# block 1

Figure 1. Sequential cells grouped by signal name (block 1).
Scale: 4 px per um. Other sequential cells in the stronger gray, the rest of the logic in the fainter gray.
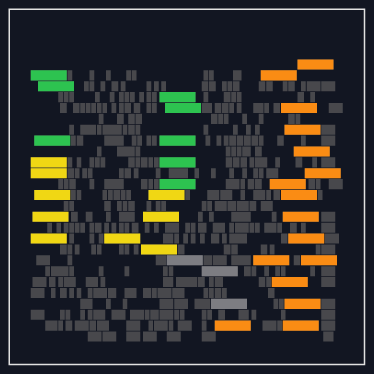

File: config.mk
export PLATFORM = sky130hd
export DESIGN_NAME = logit_approx_flat
export DESIGN_NICKNAME = d
export VERILOG_FILES = /design/src/rtl/logit_pkg.sv /design/src/rtl/logit_approx_if.sv /design/src/rtl/logit_norm.sv /design/src/rtl/logit_approx.sv /design/src/flat_wrapper.sv
export SDC_FILE = /design/constraint.sdc
export NUM_CORES = 1
export LEC_CHECK = 0
export ABC_AREA = 1
export CORE_MARGIN = 5
export CORE_UTILIZATION = 40
export DETAILED_ROUTE_END_ITERATION = 12
export SYNTH_ARGS = -nofsm -noshare
export SYNTH_HDL_FRONTEND = slang
export SYNTH_HIERARCHICAL = 1
export SYNTH_SLANG_ARGS = --single-unit
File: constraint.sdc
create_clock -name clk -period 3.8 [get_ports clk]
set_input_delay 0.57 -clock clk [delete_from_list [all_inputs] [get_ports clk]]
set_output_delay 0.57 -clock clk [all_outputs]
set_load 0.005 [all_outputs]
File: src/rtl/logit_pkg.sv
// ============================================================================
// Module      : logit_pkg
// Description : Shared state encoding, constants and helpers for logit_approx.
// Revision    : 1.0 - initial release
// ============================================================================
`default_nettype none

package logit_pkg;

    typedef enum logic [1:0] {
        IDLE = 2'd0,
        NORM = 2'd1,
        DONE = 2'd2
    } state_t;

    localparam logic [15:0] HALF    = 16'h0080;
    localparam logic [15:0] ONE     = 16'h0100;
    localparam logic [15:0] SAT_POS = 16'h7FFF;
    localparam logic [15:0] SAT_NEG = 16'h8000;

    // Nine bits hold t = ONE - HALF without wrapping during normalization.
    localparam int T_W = 9;
    localparam int K_W = 8;

    function automatic logic [7:0] clamp_frac(input logic [15:0] v);
        return (v > 16'h00FF) ? 8'hFF : v[7:0];
    endfunction

endpackage

`default_nettype wire

File: src/rtl/logit_approx_if.sv
// ============================================================================
// Module      : logit_approx_if
// Description : Input/output valid-ready handshake bundle for logit_approx.
// Revision    : 1.0 - initial release
// ============================================================================
`default_nettype none

interface logit_approx_if;

    logic        in_valid;
    logic        in_ready;
    logic [15:0] y_in;
    logic        out_valid;
    logic        out_ready;
    logic [15:0] x_out;

    modport master (
        output in_valid,
        output y_in,
        output out_ready,
        input  in_ready,
        input  out_valid,
        input  x_out
    );

    modport slave (
        input  in_valid,
        input  y_in,
        input  out_ready,
        output in_ready,
        output out_valid,
        output x_out
    );

endinterface

`default_nettype wire

File: src/rtl/logit_norm.sv
// ============================================================================
// Module      : logit_norm
// Description : Residue normalizer; iterative shifter by default, single-cycle
//               leading-one detector when LOGIT_FAST_NORM_EN is defined.
// Revision    : 1.0 - initial release
// ============================================================================
`default_nettype none

module logit_norm
    import logit_pkg::*;
#(
    parameter int MAX_SHIFT = 7
) (
    input  logic           clk,
    input  logic           rst_n,
    input  logic           ena,
    input  logic           load,
    input  logic           run,
    input  logic [T_W-1:0] t_in,
    output logic           done,
    output logic [K_W-1:0] k_out,
    output logic [T_W-1:0] t_norm
);

    localparam logic [K_W-1:0] C_MAX_K = K_W'(MAX_SHIFT);

    logic [T_W-1:0] r_t;

`ifdef LOGIT_FAST_NORM_EN

    logic [K_W-1:0] w_lz;

    always_ff @(posedge clk or negedge rst_n) begin
        if (!rst_n) begin
            r_t <= '0;
        end else if (ena && load) begin
            r_t <= t_in;
        end
    end

    // Highest set bit wins because it is visited last.
    always_comb begin
        w_lz = K_W'(8);
        for (int i = 0; i < 8; i++) begin
            if (r_t[i]) begin
                w_lz = K_W'(7 - i);
            end
        end
        if (r_t[T_W-1]) begin
            w_lz = '0;
        end
        if (w_lz > C_MAX_K) begin
            w_lz = C_MAX_K;
        end
    end

    assign done   = run;
    assign k_out  = w_lz;
    assign t_norm = r_t << w_lz;

`else

    logic [K_W-1:0] r_k;

    assign done = run && (r_t[T_W-1] || r_t[7] || (r_k == C_MAX_K));

    always_ff @(posedge clk or negedge rst_n) begin
        if (!rst_n) begin
            r_t <= '0;
            r_k <= '0;
        end else if (ena) begin
            if (load) begin
                r_t <= t_in;
                r_k <= '0;
            end else if (run && !done) begin
                r_t <= r_t << 1;
                r_k <= r_k + K_W'(1);
            end
        end
    end

    assign k_out  = r_k;
    assign t_norm = r_t;

`endif

endmodule

`default_nettype wire

File: src/rtl/logit_approx.sv
// ============================================================================
// Module      : logit_approx
// Description : Inverse of the piecewise-linear sigmoid: Q8.8 probability in,
//               signed Q8.8 logit out. Define LOGIT_FAST_NORM_EN for the
//               fixed-latency leading-one normalizer.
// Revision    : 1.0 - initial release
// ============================================================================
`default_nettype none

module logit_approx
    import logit_pkg::*;
#(
    parameter int MAX_SHIFT  = 7,
    parameter int FRAC_SHIFT = 2
) (
    input  logic         clk,
    input  logic         rst_n,
    input  logic         ena,
    logit_approx_if.slave bus
);

    localparam logic [T_W-1:0] C_T_HALF = T_W'(HALF);

    state_t         r_state;
    logic           r_neg;
    logic [15:0]    r_x;

    logic           w_in_fire;
    logic           w_sat_lo;
    logic           w_sat_hi;
    logic           w_neg;
    logic           w_load;
    logic [T_W-1:0] w_t_load;
    logic           w_done;
    logic [K_W-1:0] w_k;
    logic [T_W-1:0] w_t_norm;
    logic [T_W-1:0] w_resid;
    logic [15:0]    w_frac_wide;
    logic [7:0]     w_frac;
    logic [15:0]    w_mag;
    logic [15:0]    w_x;

    assign w_in_fire = bus.in_valid && (r_state == IDLE) && ena;
    assign w_sat_lo  = (bus.y_in == 16'h0000);
    assign w_sat_hi  = (bus.y_in >= ONE);
    assign w_neg     = (bus.y_in < HALF);
    assign w_load    = w_in_fire && !w_sat_lo && !w_sat_hi;
    assign w_t_load  = w_neg ? {1'b0, bus.y_in[7:0]} : T_W'(ONE - bus.y_in);

    logit_norm #(
        .MAX_SHIFT (MAX_SHIFT)
    ) u_norm (
        .clk    (clk),
        .rst_n  (rst_n),
        .ena    (ena),
        .load   (w_load),
        .run    (r_state == NORM),
        .t_in   (w_t_load),
        .done   (w_done),
        .k_out  (w_k),
        .t_norm (w_t_norm)
    );

    // An unnormalized residue (only possible with a small MAX_SHIFT) yields frac 0.
    assign w_resid     = (w_t_norm >= C_T_HALF) ? (w_t_norm - C_T_HALF) : '0;
    assign w_frac_wide = 16'(w_resid) << FRAC_SHIFT;
    assign w_frac      = clamp_frac(w_frac_wide);
    assign w_mag       = {w_k, w_frac};
    assign w_x         = r_neg ? (~w_mag + 16'd1) : w_mag;

    always_ff @(posedge clk or negedge rst_n) begin
        if (!rst_n) begin
            r_state <= IDLE;
            r_neg   <= 1'b0;
            r_x     <= 16'h0000;
        end else if (ena) begin
            case (r_state)
                IDLE: begin
                    if (bus.in_valid) begin
                        if (w_sat_lo) begin
                            r_x     <= SAT_NEG;
                            r_state <= DONE;
                        end else if (w_sat_hi) begin
                            r_x     <= SAT_POS;
                            r_state <= DONE;
                        end else begin
                            r_neg   <= w_neg;
                            r_state <= NORM;
                        end
                    end
                end
                NORM: begin
                    if (w_done) begin
                        r_x     <= w_x;
                        r_state <= DONE;
                    end
                end
                DONE: begin
                    if (bus.out_ready) begin
                        r_state <= IDLE;
                    end
                end
                default: begin
                    r_state <= IDLE;
                end
            endcase
        end
    end

    assign bus.in_ready  = (r_state == IDLE);
    assign bus.out_valid = (r_state == DONE);
    assign bus.x_out     = r_x;

endmodule

`default_nettype wire

File: src/flat_wrapper.sv
// flat-port wrapper written by rule: the top's interface ports become plain ports
module logit_approx_flat import logit_pkg::*;
#(
    parameter int MAX_SHIFT  = 7,
    parameter int FRAC_SHIFT = 2
)
  (clk, rst_n, ena, bus_in_valid, bus_y_in, bus_out_ready, bus_in_ready, bus_out_valid, bus_x_out);
  logit_approx_if bus_i ();
  input  logic clk;
  input  logic rst_n;
  input  logic ena;
  input wire logic [$bits(bus_i.in_valid)-1:0] bus_in_valid;
  input wire logic [$bits(bus_i.y_in)-1:0] bus_y_in;
  input wire logic [$bits(bus_i.out_ready)-1:0] bus_out_ready;
  output wire logic [$bits(bus_i.in_ready)-1:0] bus_in_ready;
  output wire logic [$bits(bus_i.out_valid)-1:0] bus_out_valid;
  output wire logic [$bits(bus_i.x_out)-1:0] bus_x_out;
  assign bus_i.in_valid = bus_in_valid;
  assign bus_i.y_in = bus_y_in;
  assign bus_i.out_ready = bus_out_ready;
  assign bus_in_ready = bus_i.in_ready;
  assign bus_out_valid = bus_i.out_valid;
  assign bus_x_out = bus_i.x_out;
  logit_approx #(.MAX_SHIFT(MAX_SHIFT), .FRAC_SHIFT(FRAC_SHIFT)) u_core (.clk(clk), .rst_n(rst_n), .ena(ena), .bus(bus_i));
endmodule
# block 2

## src/rtl/gas_pkg.sv

```systemverilog
// Shared constants for the gas signature serial line: gas-select codes,
// left-aligned signature patterns with their lengths, and the FSM state type.
package gas_pkg;

  localparam logic [1:0] GAS_CH4 = 2'd0;
  localparam logic [1:0] GAS_CO  = 2'd1;
  localparam logic [1:0] GAS_CO2 = 2'd2;
  localparam logic [1:0] GAS_RSV = 2'd3;

  // Patterns are left-aligned: bit 11 is sent first, unused low bits are 0.
  localparam logic [11:0] SIG_CH4 = 12'b1011101010_00;
  localparam logic [3:0]  LEN_CH4 = 4'd10;
  localparam logic [11:0] SIG_CO  = 12'b101010010011;
  localparam logic [3:0]  LEN_CO  = 4'd12;
  localparam logic [11:0] SIG_CO2 = 12'b100100100_000;
  localparam logic [3:0]  LEN_CO2 = 4'd9;

  typedef enum logic [1:0] {
    IDLE  = 2'd0,
    PRE   = 2'd1,
    SIG   = 2'd2,
    GUARD = 2'd3
  } gas_state_e;

endpackage

```

## src/rtl/gas_signature_rom.sv

```systemverilog
// Combinational lookup from gas select code to its signature pattern/length.
module gas_signature_rom
  import gas_pkg::*;
(
  input  logic [1:0]  gas_sel,
  output logic [11:0] pattern,
  output logic [3:0]  len
);

  // Reserved code maps to an empty pattern; the transmitter never selects it.
  always_comb begin
    pattern = 12'd0;
    len     = 4'd1;
    case (gas_sel)
      GAS_CH4: begin pattern = SIG_CH4; len = LEN_CH4; end
      GAS_CO:  begin pattern = SIG_CO;  len = LEN_CO;  end
      GAS_CO2: begin pattern = SIG_CO2; len = LEN_CO2; end
      default: begin pattern = 12'd0;   len = 4'd1;    end
    endcase
  end

endmodule

```

## src/rtl/gas_signature_tx.sv

```systemverilog
// Serial transmitter: preamble zeros + gas signature per frame, repeated
// reps times, then a zero guard tail. All outputs registered.
// Handshake: start is a level sampled only while idle (busy=0, including the
// done cycle); there is no ready, a sampled start is always consumed.
module gas_signature_tx
  import gas_pkg::*;
#(
  parameter int PRE_ZEROS   = 4,
  parameter int GUARD_ZEROS = 4,
  parameter int REP_W       = 4
) (
  input  logic             clk,
  input  logic             arst,
  input  logic             start,
  input  logic [1:0]       gas_sel,
  input  logic [REP_W-1:0] reps,
  output logic             dout,
  output logic             busy,
  output logic             sig_bit,
  output logic             done,
  output logic             err
);

  localparam int PRE_W = $clog2(PRE_ZEROS + 1);
  localparam int GRD_W = $clog2(GUARD_ZEROS + 1);

  gas_state_e       state;
  logic [1:0]       gas_q;
  logic [REP_W-1:0] frames;
  logic [3:0]       idx;
  logic [PRE_W-1:0] pre_cnt;
  logic [GRD_W-1:0] grd_cnt;

  logic [11:0]      pat;
  logic [3:0]       len;
  logic [11:0]      pat_next;

  gas_signature_rom u_rom (
    .gas_sel (gas_q),
    .pattern (pat),
    .len     (len)
  );

  // Pattern shifted so bit 11 is the signature bit following the current one.
  always_comb begin
    pat_next = pat << (idx + 4'd1);
  end

  // Burst sequencer; outputs are set for the state being entered.
  always_ff @(posedge clk or posedge arst) begin
    if (arst) begin
      state   <= IDLE;
      gas_q   <= '0;
      frames  <= '0;
      idx     <= '0;
      pre_cnt <= '0;
      grd_cnt <= '0;
      dout    <= 1'b0;
      busy    <= 1'b0;
      sig_bit <= 1'b0;
      done    <= 1'b0;
      err     <= 1'b0;
    end else begin
      done <= 1'b0;
      err  <= 1'b0;
      case (state)
        IDLE: begin
          dout    <= 1'b0;
          sig_bit <= 1'b0;
          busy    <= 1'b0;
          if (start) begin
            if (gas_sel == GAS_RSV) begin
              err <= 1'b1;
            end else begin
              gas_q   <= gas_sel;
              frames  <= (reps == '0) ? REP_W'(1) : reps;
              pre_cnt <= '0;
              state   <= PRE;
              busy    <= 1'b1;
            end
          end
        end
        PRE: begin
          if (pre_cnt == PRE_W'(PRE_ZEROS - 1)) begin
            state   <= SIG;
            idx     <= '0;
            dout    <= pat[11];
            sig_bit <= 1'b1;
          end else begin
            pre_cnt <= pre_cnt + 1'b1;
            dout    <= 1'b0;
          end
        end
        SIG: begin
          if (idx == len - 4'd1) begin
            idx     <= '0;
            frames  <= frames - 1'b1;
            dout    <= 1'b0;
            sig_bit <= 1'b0;
            pre_cnt <= '0;
            grd_cnt <= '0;
            state   <= (frames == REP_W'(1)) ? GUARD : PRE;
          end else begin
            idx  <= idx + 4'd1;
            dout <= pat_next[11];
          end
        end
        GUARD: begin
          dout <= 1'b0;
          if (grd_cnt == GRD_W'(GUARD_ZEROS - 1)) begin
            state <= IDLE;
            busy  <= 1'b0;
            done  <= 1'b1;
          end else begin
            grd_cnt <= grd_cnt + 1'b1;
          end
        end
        default: state <= IDLE;
      endcase
    end
  end

endmodule

```

## config.mk

```make
export PLATFORM = sky130hd
export DESIGN_NAME = gas_signature_tx
export DESIGN_NICKNAME = d
export VERILOG_FILES = /design/src/rtl/gas_pkg.sv /design/src/rtl/gas_signature_rom.sv /design/src/rtl/gas_signature_tx.sv
export SDC_FILE = /design/constraint.sdc
export NUM_CORES = 1
export LEC_CHECK = 0
export CAP_MARGIN = 20
export CORE_MARGIN = 4
export CORE_UTILIZATION = 43
export DETAILED_ROUTE_END_ITERATION = 10
export MAX_ROUTING_LAYER = met4
export SLEW_MARGIN = 20
export SYNTH_ARGS = -nofsm -noshare
export SYNTH_HDL_FRONTEND = slang
export SYNTH_SLANG_ARGS = --single-unit
```

## constraint.sdc

```tcl
create_clock -name clk -period 4.85 [get_ports clk]
set_input_delay 0.97 -clock clk [delete_from_list [all_inputs] [get_ports clk]]
set_output_delay 0.97 -clock clk [all_outputs]
set_load 0.05 [all_outputs]
```

Figure 2. Cell sizes after repair (block 1).
Scale: 4 px per um.
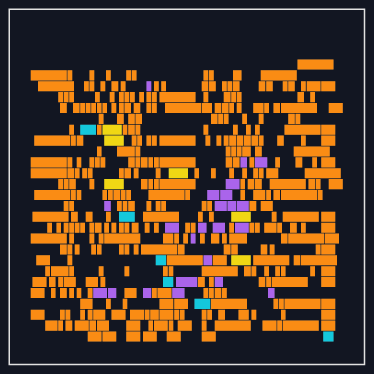
drive 6 and up -> yellow  # cells 6, share 1.5%, most used clkbuf_8
drive 3 to 4 -> cyan  # cells 6, share 1.5%, most used buf_4
drive 2 -> purple  # cells 23, share 5.7%, most used o21ai_2
drive 1 or less -> orange  # cells 368, share 91%, most used nand2_1

Figure 3. Cells colored by class (block 1).
Scale: 6 px per um.
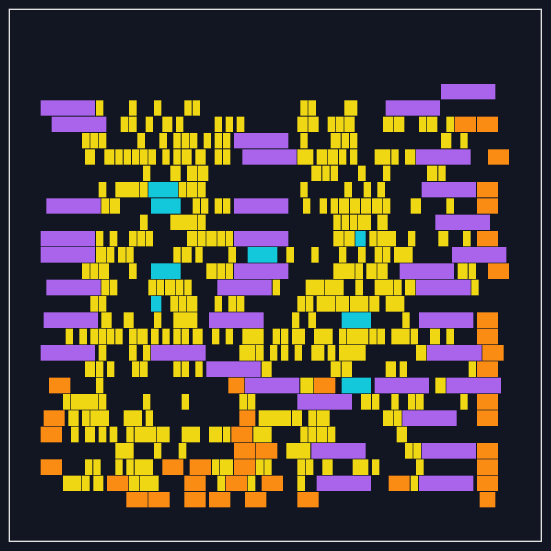
flip-flops -> purple  # cells 36, share of their area 31%
all other logic -> yellow  # cells 318, share of their area 52%
clock drivers and dummy loads -> cyan  # cells 8, share of their area 3.2%
other buffers and delay cells -> orange  # cells 41, share of their area 14%

About Figure 1:
u_core/u_norm/k_out -> green  # sequential cells 8
u_core/u_norm/t_norm -> yellow  # sequential cells 9, where left middle
u_core/bus.x_out -> orange  # sequential cells 16
not colored = 3

==> PnR_summary.wiki, block 1 <==
== Flow metrics ==
{| class="wikitable"
! Metric !! Value
|-
| Run status || complete, no violations
|-
| Final cell count without fillers || 478
|-
| Post-layout utilization of the core || 50.1%
|-
| Flip-flops with a built-in enable || 0
|-
| Slew of the pin with the lowest slew margin || 0.561 ns
|-
| Crit Reg-Reg Startpoint || u_core/r_state[1]$_DFFE_PN0P_
|-
| Most frequent standard cell in the layout excluding fill and tap cells || sky130_fd_sc_hd__nand2_1
|-
| Seq cells post-synth || 36
|-
| Sum of met3 wire segment lengths after detailed routing || 303 um
|-
| CTS tree || done
|-
| Final count of negative-setup-slack endpoints || 0
|-
| Initial antenna violation count || 0
|-
| Worst hold slack after final layout || 0.485 ns
|-
| Layout Area Growth over Synthesis || 21.3%
|-
| Power dissipated in combinational cells || 0.747 mW
|-
| Power, Total || roughly 1.6 mW
|-
| Number of nets in the layout || 426
|-
| Cells after synthesis || 364
|-
| Post-synthesis share of cell area spent on xor and xnor gates || 3.92%
|-
| Tap cell instance count || 75
|-
| Highest ir drop seen on vdd || 0.269 mV
|-
| CP required || 4.02 ns
|-
| Dominant kind of combinational cell || simple AND/OR/NAND/NOR gates
|-
| Arrival time of data at the critical path endpoint || 2.85 ns
|-
| Worst Setup Slack, final || 1.17 ns
|-
| Half-perimeter wire length after detailed placement || 4480 um
|-
| Avg Cell Area, Syn || 6.76 um^2
|-
| Slew headroom || 62.6%
|}
## block 1: sequential cells by signal (all words and copies together), names as in the netlist
name,count
u_core/bus.x_out,16
u_core/r_neg,1
u_core/r_state,2
u_core/u_norm/k_out,8
u_core/u_norm/t_norm,9
## block 1: worst min-delay path: cells and delay by family, from the launching register on
kind | cells | cell delay, ns
flip-flops | 1 | 0.35
AND/OR/NAND/NOR | 2 | 0.10
Figure 4. The metal 3 layer (block 2).
Scale: 4 px per um.
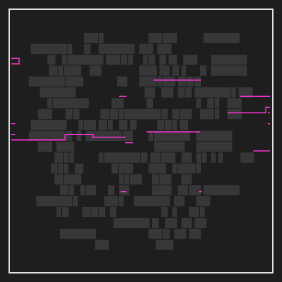
main direction = horizontal
wire length on this layer = 89.2 um

==> PnR_summary.wiki, block 2 <==
== Flow metrics ==
{| class="wikitable"
! Metric !! Value
|-
| Run status || complete, no violations
|-
| Share of synthesized cell area in and, or, nand and nor gates || 23.1%
|-
| Clock tree buffer depth || 2
|-
| Combined area of the multi-input logic cells || 756 um^2
|-
| Final cell count without fillers || 209
|-
| Half-perimeter wire length after detailed placement || ~2200 um
|-
| Layout clock buffer count || 4
|-
| Vertical die size || 65.5 um
|-
| Count of TritonRoute iterations in the first routing pass || 4
|-
| Multi-input combinational cell count || 114
|-
| Post-layout utilization of the core || 51.0%
|-
| Power drawn by the clock network || 0.0925 mW
|-
| Final worst path period need || between 2 and 2.5 ns
|-
| Most frequent cells in the layout || sky130_fd_sc_hd__dfrtp_1, sky130_fd_sc_hd__nor2_1, sky130_fd_sc_hd__a21oi_1
|-
| Synth Warn # || 0
|-
| Synth mux share || 2.11%
|-
| WHS Path Cells || 1
|-
| Critical Path Start Type || flip-flop
|-
| Power, Total || 0.969 mW
|-
| CTS tree || done
|}
-- block 2: registers in the layout, indices dropped and copies added, names as in the netlist --
signal,count
err,1
done,1
grd_cnt,3
frames,4
busy,1
sig_bit,1
state,2
idx,4
pre_cnt,3
dout,1
gas_q,2
-- block 2: routing by layer --
layer / global-route usage [%] / share of wire (%) / up-vias
li1: - / - / 575
met2: 25.8 / 47 / 15
met3: 3.25 / 3.0 / 7
met4: 6.48 / 1.9 / 0
met5: - / 0 / -
met1: 19.5 / 48 / 549

# block 3

Figure 5. Placement view (block 3).
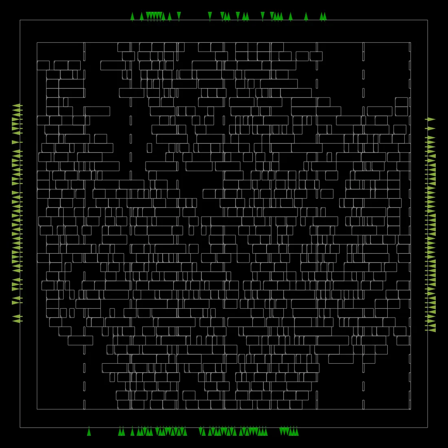
Figure 6. The metal 3 layer (block 3).
Scale: 2 px per um.
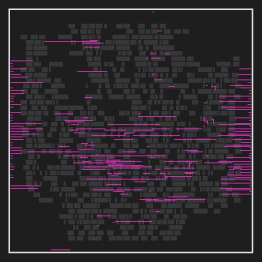
==> src/rtl/load_store_pkg.sv <==
// rtl/load_store_pkg.sv - size/state encodings and lane-select helper for the load/store unit
package load_store_pkg;

  localparam logic [1:0] SZ_BYTE = 2'b00;
  localparam logic [1:0] SZ_HALF = 2'b01;
  localparam logic [1:0] SZ_WORD = 2'b10;
  localparam logic [1:0] SZ_ILL  = 2'b11;

  typedef enum logic [1:0] {
    ST_IDLE      = 2'b00,
    ST_LOAD_WAIT = 2'b01,
    ST_RMW       = 2'b10
  } state_t;

  // Bit position of the lane's LSB within the 32-bit word.
  function automatic logic [4:0] lane_shift(input logic [1:0] off, input logic [1:0] size,
                                            input logic big_endian);
    logic [4:0] s;
    s = 5'd0;
    if (size == SZ_BYTE) begin
      s = big_endian ? (5'd24 - {off, 3'b000}) : {off, 3'b000};
    end else if (size == SZ_HALF) begin
      s = big_endian ? (5'd16 - {off, 3'b000}) : {off, 3'b000};
    end
    return s;
  endfunction

endpackage

==> src/rtl/load_store_unit_if.sv <==
// rtl/load_store_unit_if.sv - request/response and data-memory signals of the load/store unit
interface load_store_unit_if #(parameter int ADDR_WIDTH = 7);
  logic                  req_valid;
  logic                  req_write;
  logic [1:0]            req_size;
  logic                  req_unsigned;
  logic [ADDR_WIDTH+1:0] req_addr;
  logic [31:0]           req_wdata;
  logic                  req_ready;
  logic                  resp_valid;
  logic [31:0]           resp_rdata;
  logic                  store_done;
  logic                  misalign;
  logic [ADDR_WIDTH-1:0] mem_address;
  logic                  mem_read;
  logic                  mem_write;
  logic [31:0]           mem_write_data;
  logic [31:0]           mem_read_data;

  modport slave (
    input  req_valid, req_write, req_size, req_unsigned, req_addr, req_wdata, mem_read_data,
    output req_ready, resp_valid, resp_rdata, store_done, misalign,
           mem_address, mem_read, mem_write, mem_write_data
  );

  modport master (
    output req_valid, req_write, req_size, req_unsigned, req_addr, req_wdata, mem_read_data,
    input  req_ready, resp_valid, resp_rdata, store_done, misalign,
           mem_address, mem_read, mem_write, mem_write_data
  );
endinterface

==> src/rtl/lsu_lane_align.sv <==
// rtl/lsu_lane_align.sv - load lane extract/extend and sub-word store merge
module lsu_lane_align
  import load_store_pkg::*;
#(
  parameter bit BIG_ENDIAN = 1'b1
) (
  input  logic [31:0] i_word,
  input  logic [1:0]  i_off,
  input  logic [1:0]  i_size,
  input  logic        i_unsigned,
  input  logic [31:0] i_wdata,
  output logic [31:0] o_load_data,
  output logic [31:0] o_merged
);

  logic [4:0]  w_shift;
  logic [31:0] w_lane;
  logic [31:0] w_mask_lo;

  assign w_shift = lane_shift(i_off, i_size, BIG_ENDIAN);
  assign w_lane  = i_word >> w_shift;

  always_comb begin
    o_load_data = i_word;
    w_mask_lo   = 32'hFFFF_FFFF;
    if (i_size == SZ_BYTE) begin
      o_load_data = {{24{~i_unsigned & w_lane[7]}}, w_lane[7:0]};
      w_mask_lo   = 32'h0000_00FF;
    end else if (i_size == SZ_HALF) begin
      o_load_data = {{16{~i_unsigned & w_lane[15]}}, w_lane[15:0]};
      w_mask_lo   = 32'h0000_FFFF;
    end
  end

  // Store data is right-justified; move its low lane into place over the old word.
  assign o_merged = (i_word & ~(w_mask_lo << w_shift)) | ((i_wdata & w_mask_lo) << w_shift);

endmodule

==> src/rtl/load_store_unit.sv <==
// rtl/load_store_unit.sv - memory-stage controller driving a word-addressed synchronous-read data memory
module load_store_unit
  import load_store_pkg::*;
#(
  parameter int ADDR_WIDTH = 7,
  parameter bit BIG_ENDIAN = 1'b1
) (
  input logic               clk,
  input logic               reset,
  load_store_unit_if.slave  bus
);

  state_t                r_state;
  logic [ADDR_WIDTH-1:0] r_addr;
  logic [1:0]            r_off;
  logic [1:0]            r_size;
  logic                  r_unsigned;
  logic [31:0]           r_wdata;
  logic                  r_resp_valid;
  logic [31:0]           r_resp_rdata;
  logic                  r_store_done;
  logic                  r_misalign;

  logic                  w_aligned;
  logic                  w_accept;
  logic                  w_word_store;
  logic [31:0]           w_load_data;
  logic [31:0]           w_merged;

  always_comb begin
    w_aligned = 1'b1;
    case (bus.req_size)
      SZ_HALF: w_aligned = ~bus.req_addr[0];
      SZ_WORD: w_aligned = (bus.req_addr[1:0] == 2'b00);
      SZ_ILL:  w_aligned = 1'b0;
      default: w_aligned = 1'b1;
    endcase
  end

  assign w_accept     = (r_state == ST_IDLE) && bus.req_valid && w_aligned;
  assign w_word_store = bus.req_write && (bus.req_size == SZ_WORD);

  // Loads and sub-word stores both start with a read; only word stores write directly.
  assign bus.mem_read       = ~reset && w_accept && ~w_word_store;
  assign bus.mem_write      = ~reset && ((w_accept && w_word_store) || (r_state == ST_RMW));
  assign bus.mem_address    = (r_state == ST_IDLE) ? bus.req_addr[ADDR_WIDTH+1:2] : r_addr;
  assign bus.mem_write_data = (r_state == ST_RMW) ? w_merged : bus.req_wdata;

  assign bus.req_ready  = (r_state == ST_IDLE);
  assign bus.resp_valid = r_resp_valid;
  assign bus.resp_rdata = r_resp_rdata;
  assign bus.store_done = r_store_done;
  assign bus.misalign   = r_misalign;

  lsu_lane_align #(.BIG_ENDIAN(BIG_ENDIAN)) u_align (
    .i_word      (bus.mem_read_data),
    .i_off       (r_off),
    .i_size      (r_size),
    .i_unsigned  (r_unsigned),
    .i_wdata     (r_wdata),
    .o_load_data (w_load_data),
    .o_merged    (w_merged)
  );

  always_ff @(posedge clk) begin
    if (reset) begin
      r_state      <= ST_IDLE;
      r_addr       <= '0;
      r_off        <= '0;
      r_size       <= '0;
      r_unsigned   <= 1'b0;
      r_wdata      <= '0;
      r_resp_valid <= 1'b0;
      r_resp_rdata <= '0;
      r_store_done <= 1'b0;
      r_misalign   <= 1'b0;
    end else begin
      r_resp_valid <= 1'b0;
      r_store_done <= 1'b0;
      r_misalign   <= 1'b0;
      case (r_state)
        ST_IDLE: begin
          if (bus.req_valid && !w_aligned) begin
            r_misalign <= 1'b1;
          end else if (w_accept && w_word_store) begin
            r_store_done <= 1'b1;
          end else if (w_accept) begin
            r_addr     <= bus.req_addr[ADDR_WIDTH+1:2];
            r_off      <= bus.req_addr[1:0];
            r_size     <= bus.req_size;
            r_unsigned <= bus.req_unsigned;
            r_wdata    <= bus.req_wdata;
            r_state    <= bus.req_write ? ST_RMW : ST_LOAD_WAIT;
          end
        end
        ST_LOAD_WAIT: begin
          r_resp_rdata <= w_load_data;
          r_resp_valid <= 1'b1;
          r_state      <= ST_IDLE;
        end
        ST_RMW: begin
          r_store_done <= 1'b1;
          r_state      <= ST_IDLE;
        end
        default: r_state <= ST_IDLE;
      endcase
    end
  end

endmodule

==> src/flat_wrapper.sv <==
// flat-port wrapper written by rule: the top's interface ports become plain ports
module load_store_unit_flat import load_store_pkg::*;
#(
  parameter int ADDR_WIDTH = 7,
  parameter bit BIG_ENDIAN = 1'b1
)
  (clk, reset, bus_req_valid, bus_req_write, bus_req_size, bus_req_unsigned, bus_req_addr, bus_req_wdata, bus_mem_read_data, bus_req_ready, bus_resp_valid, bus_resp_rdata, bus_store_done, bus_misalign, bus_mem_address, bus_mem_read, bus_mem_write, bus_mem_write_data);
  load_store_unit_if #(.ADDR_WIDTH(ADDR_WIDTH)) bus_i ();
  input logic clk;
  input logic reset;
  input wire logic [$bits(bus_i.req_valid)-1:0] bus_req_valid;
  input wire logic [$bits(bus_i.req_write)-1:0] bus_req_write;
  input wire logic [$bits(bus_i.req_size)-1:0] bus_req_size;
  input wire logic [$bits(bus_i.req_unsigned)-1:0] bus_req_unsigned;
  input wire logic [$bits(bus_i.req_addr)-1:0] bus_req_addr;
  input wire logic [$bits(bus_i.req_wdata)-1:0] bus_req_wdata;
  input wire logic [$bits(bus_i.mem_read_data)-1:0] bus_mem_read_data;
  output wire logic [$bits(bus_i.req_ready)-1:0] bus_req_ready;
  output wire logic [$bits(bus_i.resp_valid)-1:0] bus_resp_valid;
  output wire logic [$bits(bus_i.resp_rdata)-1:0] bus_resp_rdata;
  output wire logic [$bits(bus_i.store_done)-1:0] bus_store_done;
  output wire logic [$bits(bus_i.misalign)-1:0] bus_misalign;
  output wire logic [$bits(bus_i.mem_address)-1:0] bus_mem_address;
  output wire logic [$bits(bus_i.mem_read)-1:0] bus_mem_read;
  output wire logic [$bits(bus_i.mem_write)-1:0] bus_mem_write;
  output wire logic [$bits(bus_i.mem_write_data)-1:0] bus_mem_write_data;
  assign bus_i.req_valid = bus_req_valid;
  assign bus_i.req_write = bus_req_write;
  assign bus_i.req_size = bus_req_size;
  assign bus_i.req_unsigned = bus_req_unsigned;
  assign bus_i.req_addr = bus_req_addr;
  assign bus_i.req_wdata = bus_req_wdata;
  assign bus_i.mem_read_data = bus_mem_read_data;
  assign bus_req_ready = bus_i.req_ready;
  assign bus_resp_valid = bus_i.resp_valid;
  assign bus_resp_rdata = bus_i.resp_rdata;
  assign bus_store_done = bus_i.store_done;
  assign bus_misalign = bus_i.misalign;
  assign bus_mem_address = bus_i.mem_address;
  assign bus_mem_read = bus_i.mem_read;
  assign bus_mem_write = bus_i.mem_write;
  assign bus_mem_write_data = bus_i.mem_write_data;
  load_store_unit #(.ADDR_WIDTH(ADDR_WIDTH), .BIG_ENDIAN(BIG_ENDIAN)) u_core (.clk(clk), .reset(reset), .bus(bus_i));
endmodule
==> config.mk <==
export PLATFORM = sky130hd
export DESIGN_NAME = load_store_unit_flat
export DESIGN_NICKNAME = d
export VERILOG_FILES = /design/src/rtl/load_store_pkg.sv /design/src/rtl/load_store_unit_if.sv /design/src/rtl/lsu_lane_align.sv /design/src/rtl/load_store_unit.sv /design/src/flat_wrapper.sv
export SDC_FILE = /design/constraint.sdc
export NUM_CORES = 1
export LEC_CHECK = 0
export CAP_MARGIN = 20
export CORE_MARGIN = 5
export CORE_UTILIZATION = 40
export DETAILED_ROUTE_END_ITERATION = 16
export PLACE_DENSITY = 0.71
export SETUP_SLACK_MARGIN = 0.02
export SLEW_MARGIN = 40
export SYNTH_ARGS = -nofsm -noshare
export SYNTH_HDL_FRONTEND = slang
export SYNTH_SLANG_ARGS = --single-unit
==> constraint.sdc <==
create_clock -name clk -period 4.2 [get_ports clk]
set_clock_uncertainty 0.2 [all_clocks]
set_input_delay 0.84 -clock clk [delete_from_list [all_inputs] [get_ports clk]]
set_output_delay 0.84 -clock clk [all_outputs]
set_load 0.005 [all_outputs]
==> PnR_summary.wiki <==
== Flow metrics ==
{| class="wikitable"
! Metric !! Value
|-
| Buf+Inv Stages, Crit Path || 1
|-
| Share of the clock period used by the worst path after layout || between 90 and 100%
|-
| Flop2flop setup slack || 1.20 ns
|-
| Routability cong. || between 0.9 and 1
|-
| Final worst path period need || 3.98 ns
|-
| Cell internal pwr || ~1.7 mW
|-
| Hold buffer count at cts || 0
|-
| Count of clock tree sinks || 81
|-
| Busiest grt layer || met2
|-
| Tap cell instance count || 168
|-
| Synth mux share || around 16%
|-
| Layout clock buffer count || 11
|-
| DRT antenna net count || 0
|-
| H-tree levels || 3
|-
| Number of distinct library cell variants in the gate-level netlist after synthesis || 59
|-
| Yosys aoi share || 22.3%
|-
| Most frequent standard cell in the layout excluding fill and tap cells || sky130_fd_sc_hd__clkdlybuf4s50_1
|-
| Fraction of final layout cells with drive strength greater than 1 || 9.25%
|-
| Accumulated negative setup slack || 0 ns
|-
| MaxCap Viol Count || 0
|-
| Run status || complete, no violations
|-
| Highest ir drop seen on vdd || 0.167 mV
|-
| Sequential fraction of design power || 36.9%
|-
| Launching element of the worst setup path || u_core.r_size[0]$_SDFFE_PP0P_
|-
| Number of gates given a new drive strength after cts || 0
|-
| Die Outline Area || between 10000 and 15000 um^2
|-
| Critical path, cell by cell || nand2_1, nor2_1, a222oi_1, a2bb2oi_1, o21ai_0, clkdlybuf4s50_1
|-
| Yosys top cell by instances || sky130_fd_sc_hd__nor2_1
|-
| Logic depth of the worst register-to-register path || 6
|}
## Picture notes: Figure 5
floorplan core area: 12100 um^2
post-layout utilization of the core: 56.7%

## Picture notes: Figure 6
main direction = horizontal
nets with wire on the layer = 148
longest straight run = 50.1 um
wire length on this layer = 1450 um
share of all routed wire = 8.3%

## metrics by stage
stage | instances | total power [mW] | worst slack, ns | hold WS, ns | util, %
after floorplan | 589 | 1.14 | 1.31 | 0.259 | -
final | 892 | 2.28 | 0.220 | 0.288 | 56.7
after CTS | 892 | 2.29 | 0.156 | 0.292 | 56.7
after global routing | 892 | 2.36 | 0.0927 | 0.314 | 56.7
after global placement | 878 | 1.39 | 0.329 | 0.276 | 53.8
after detailed placement | 878 | 1.40 | 0.279 | 0.279 | 53.9

Power is estimated from default activity; no workload was simulated.
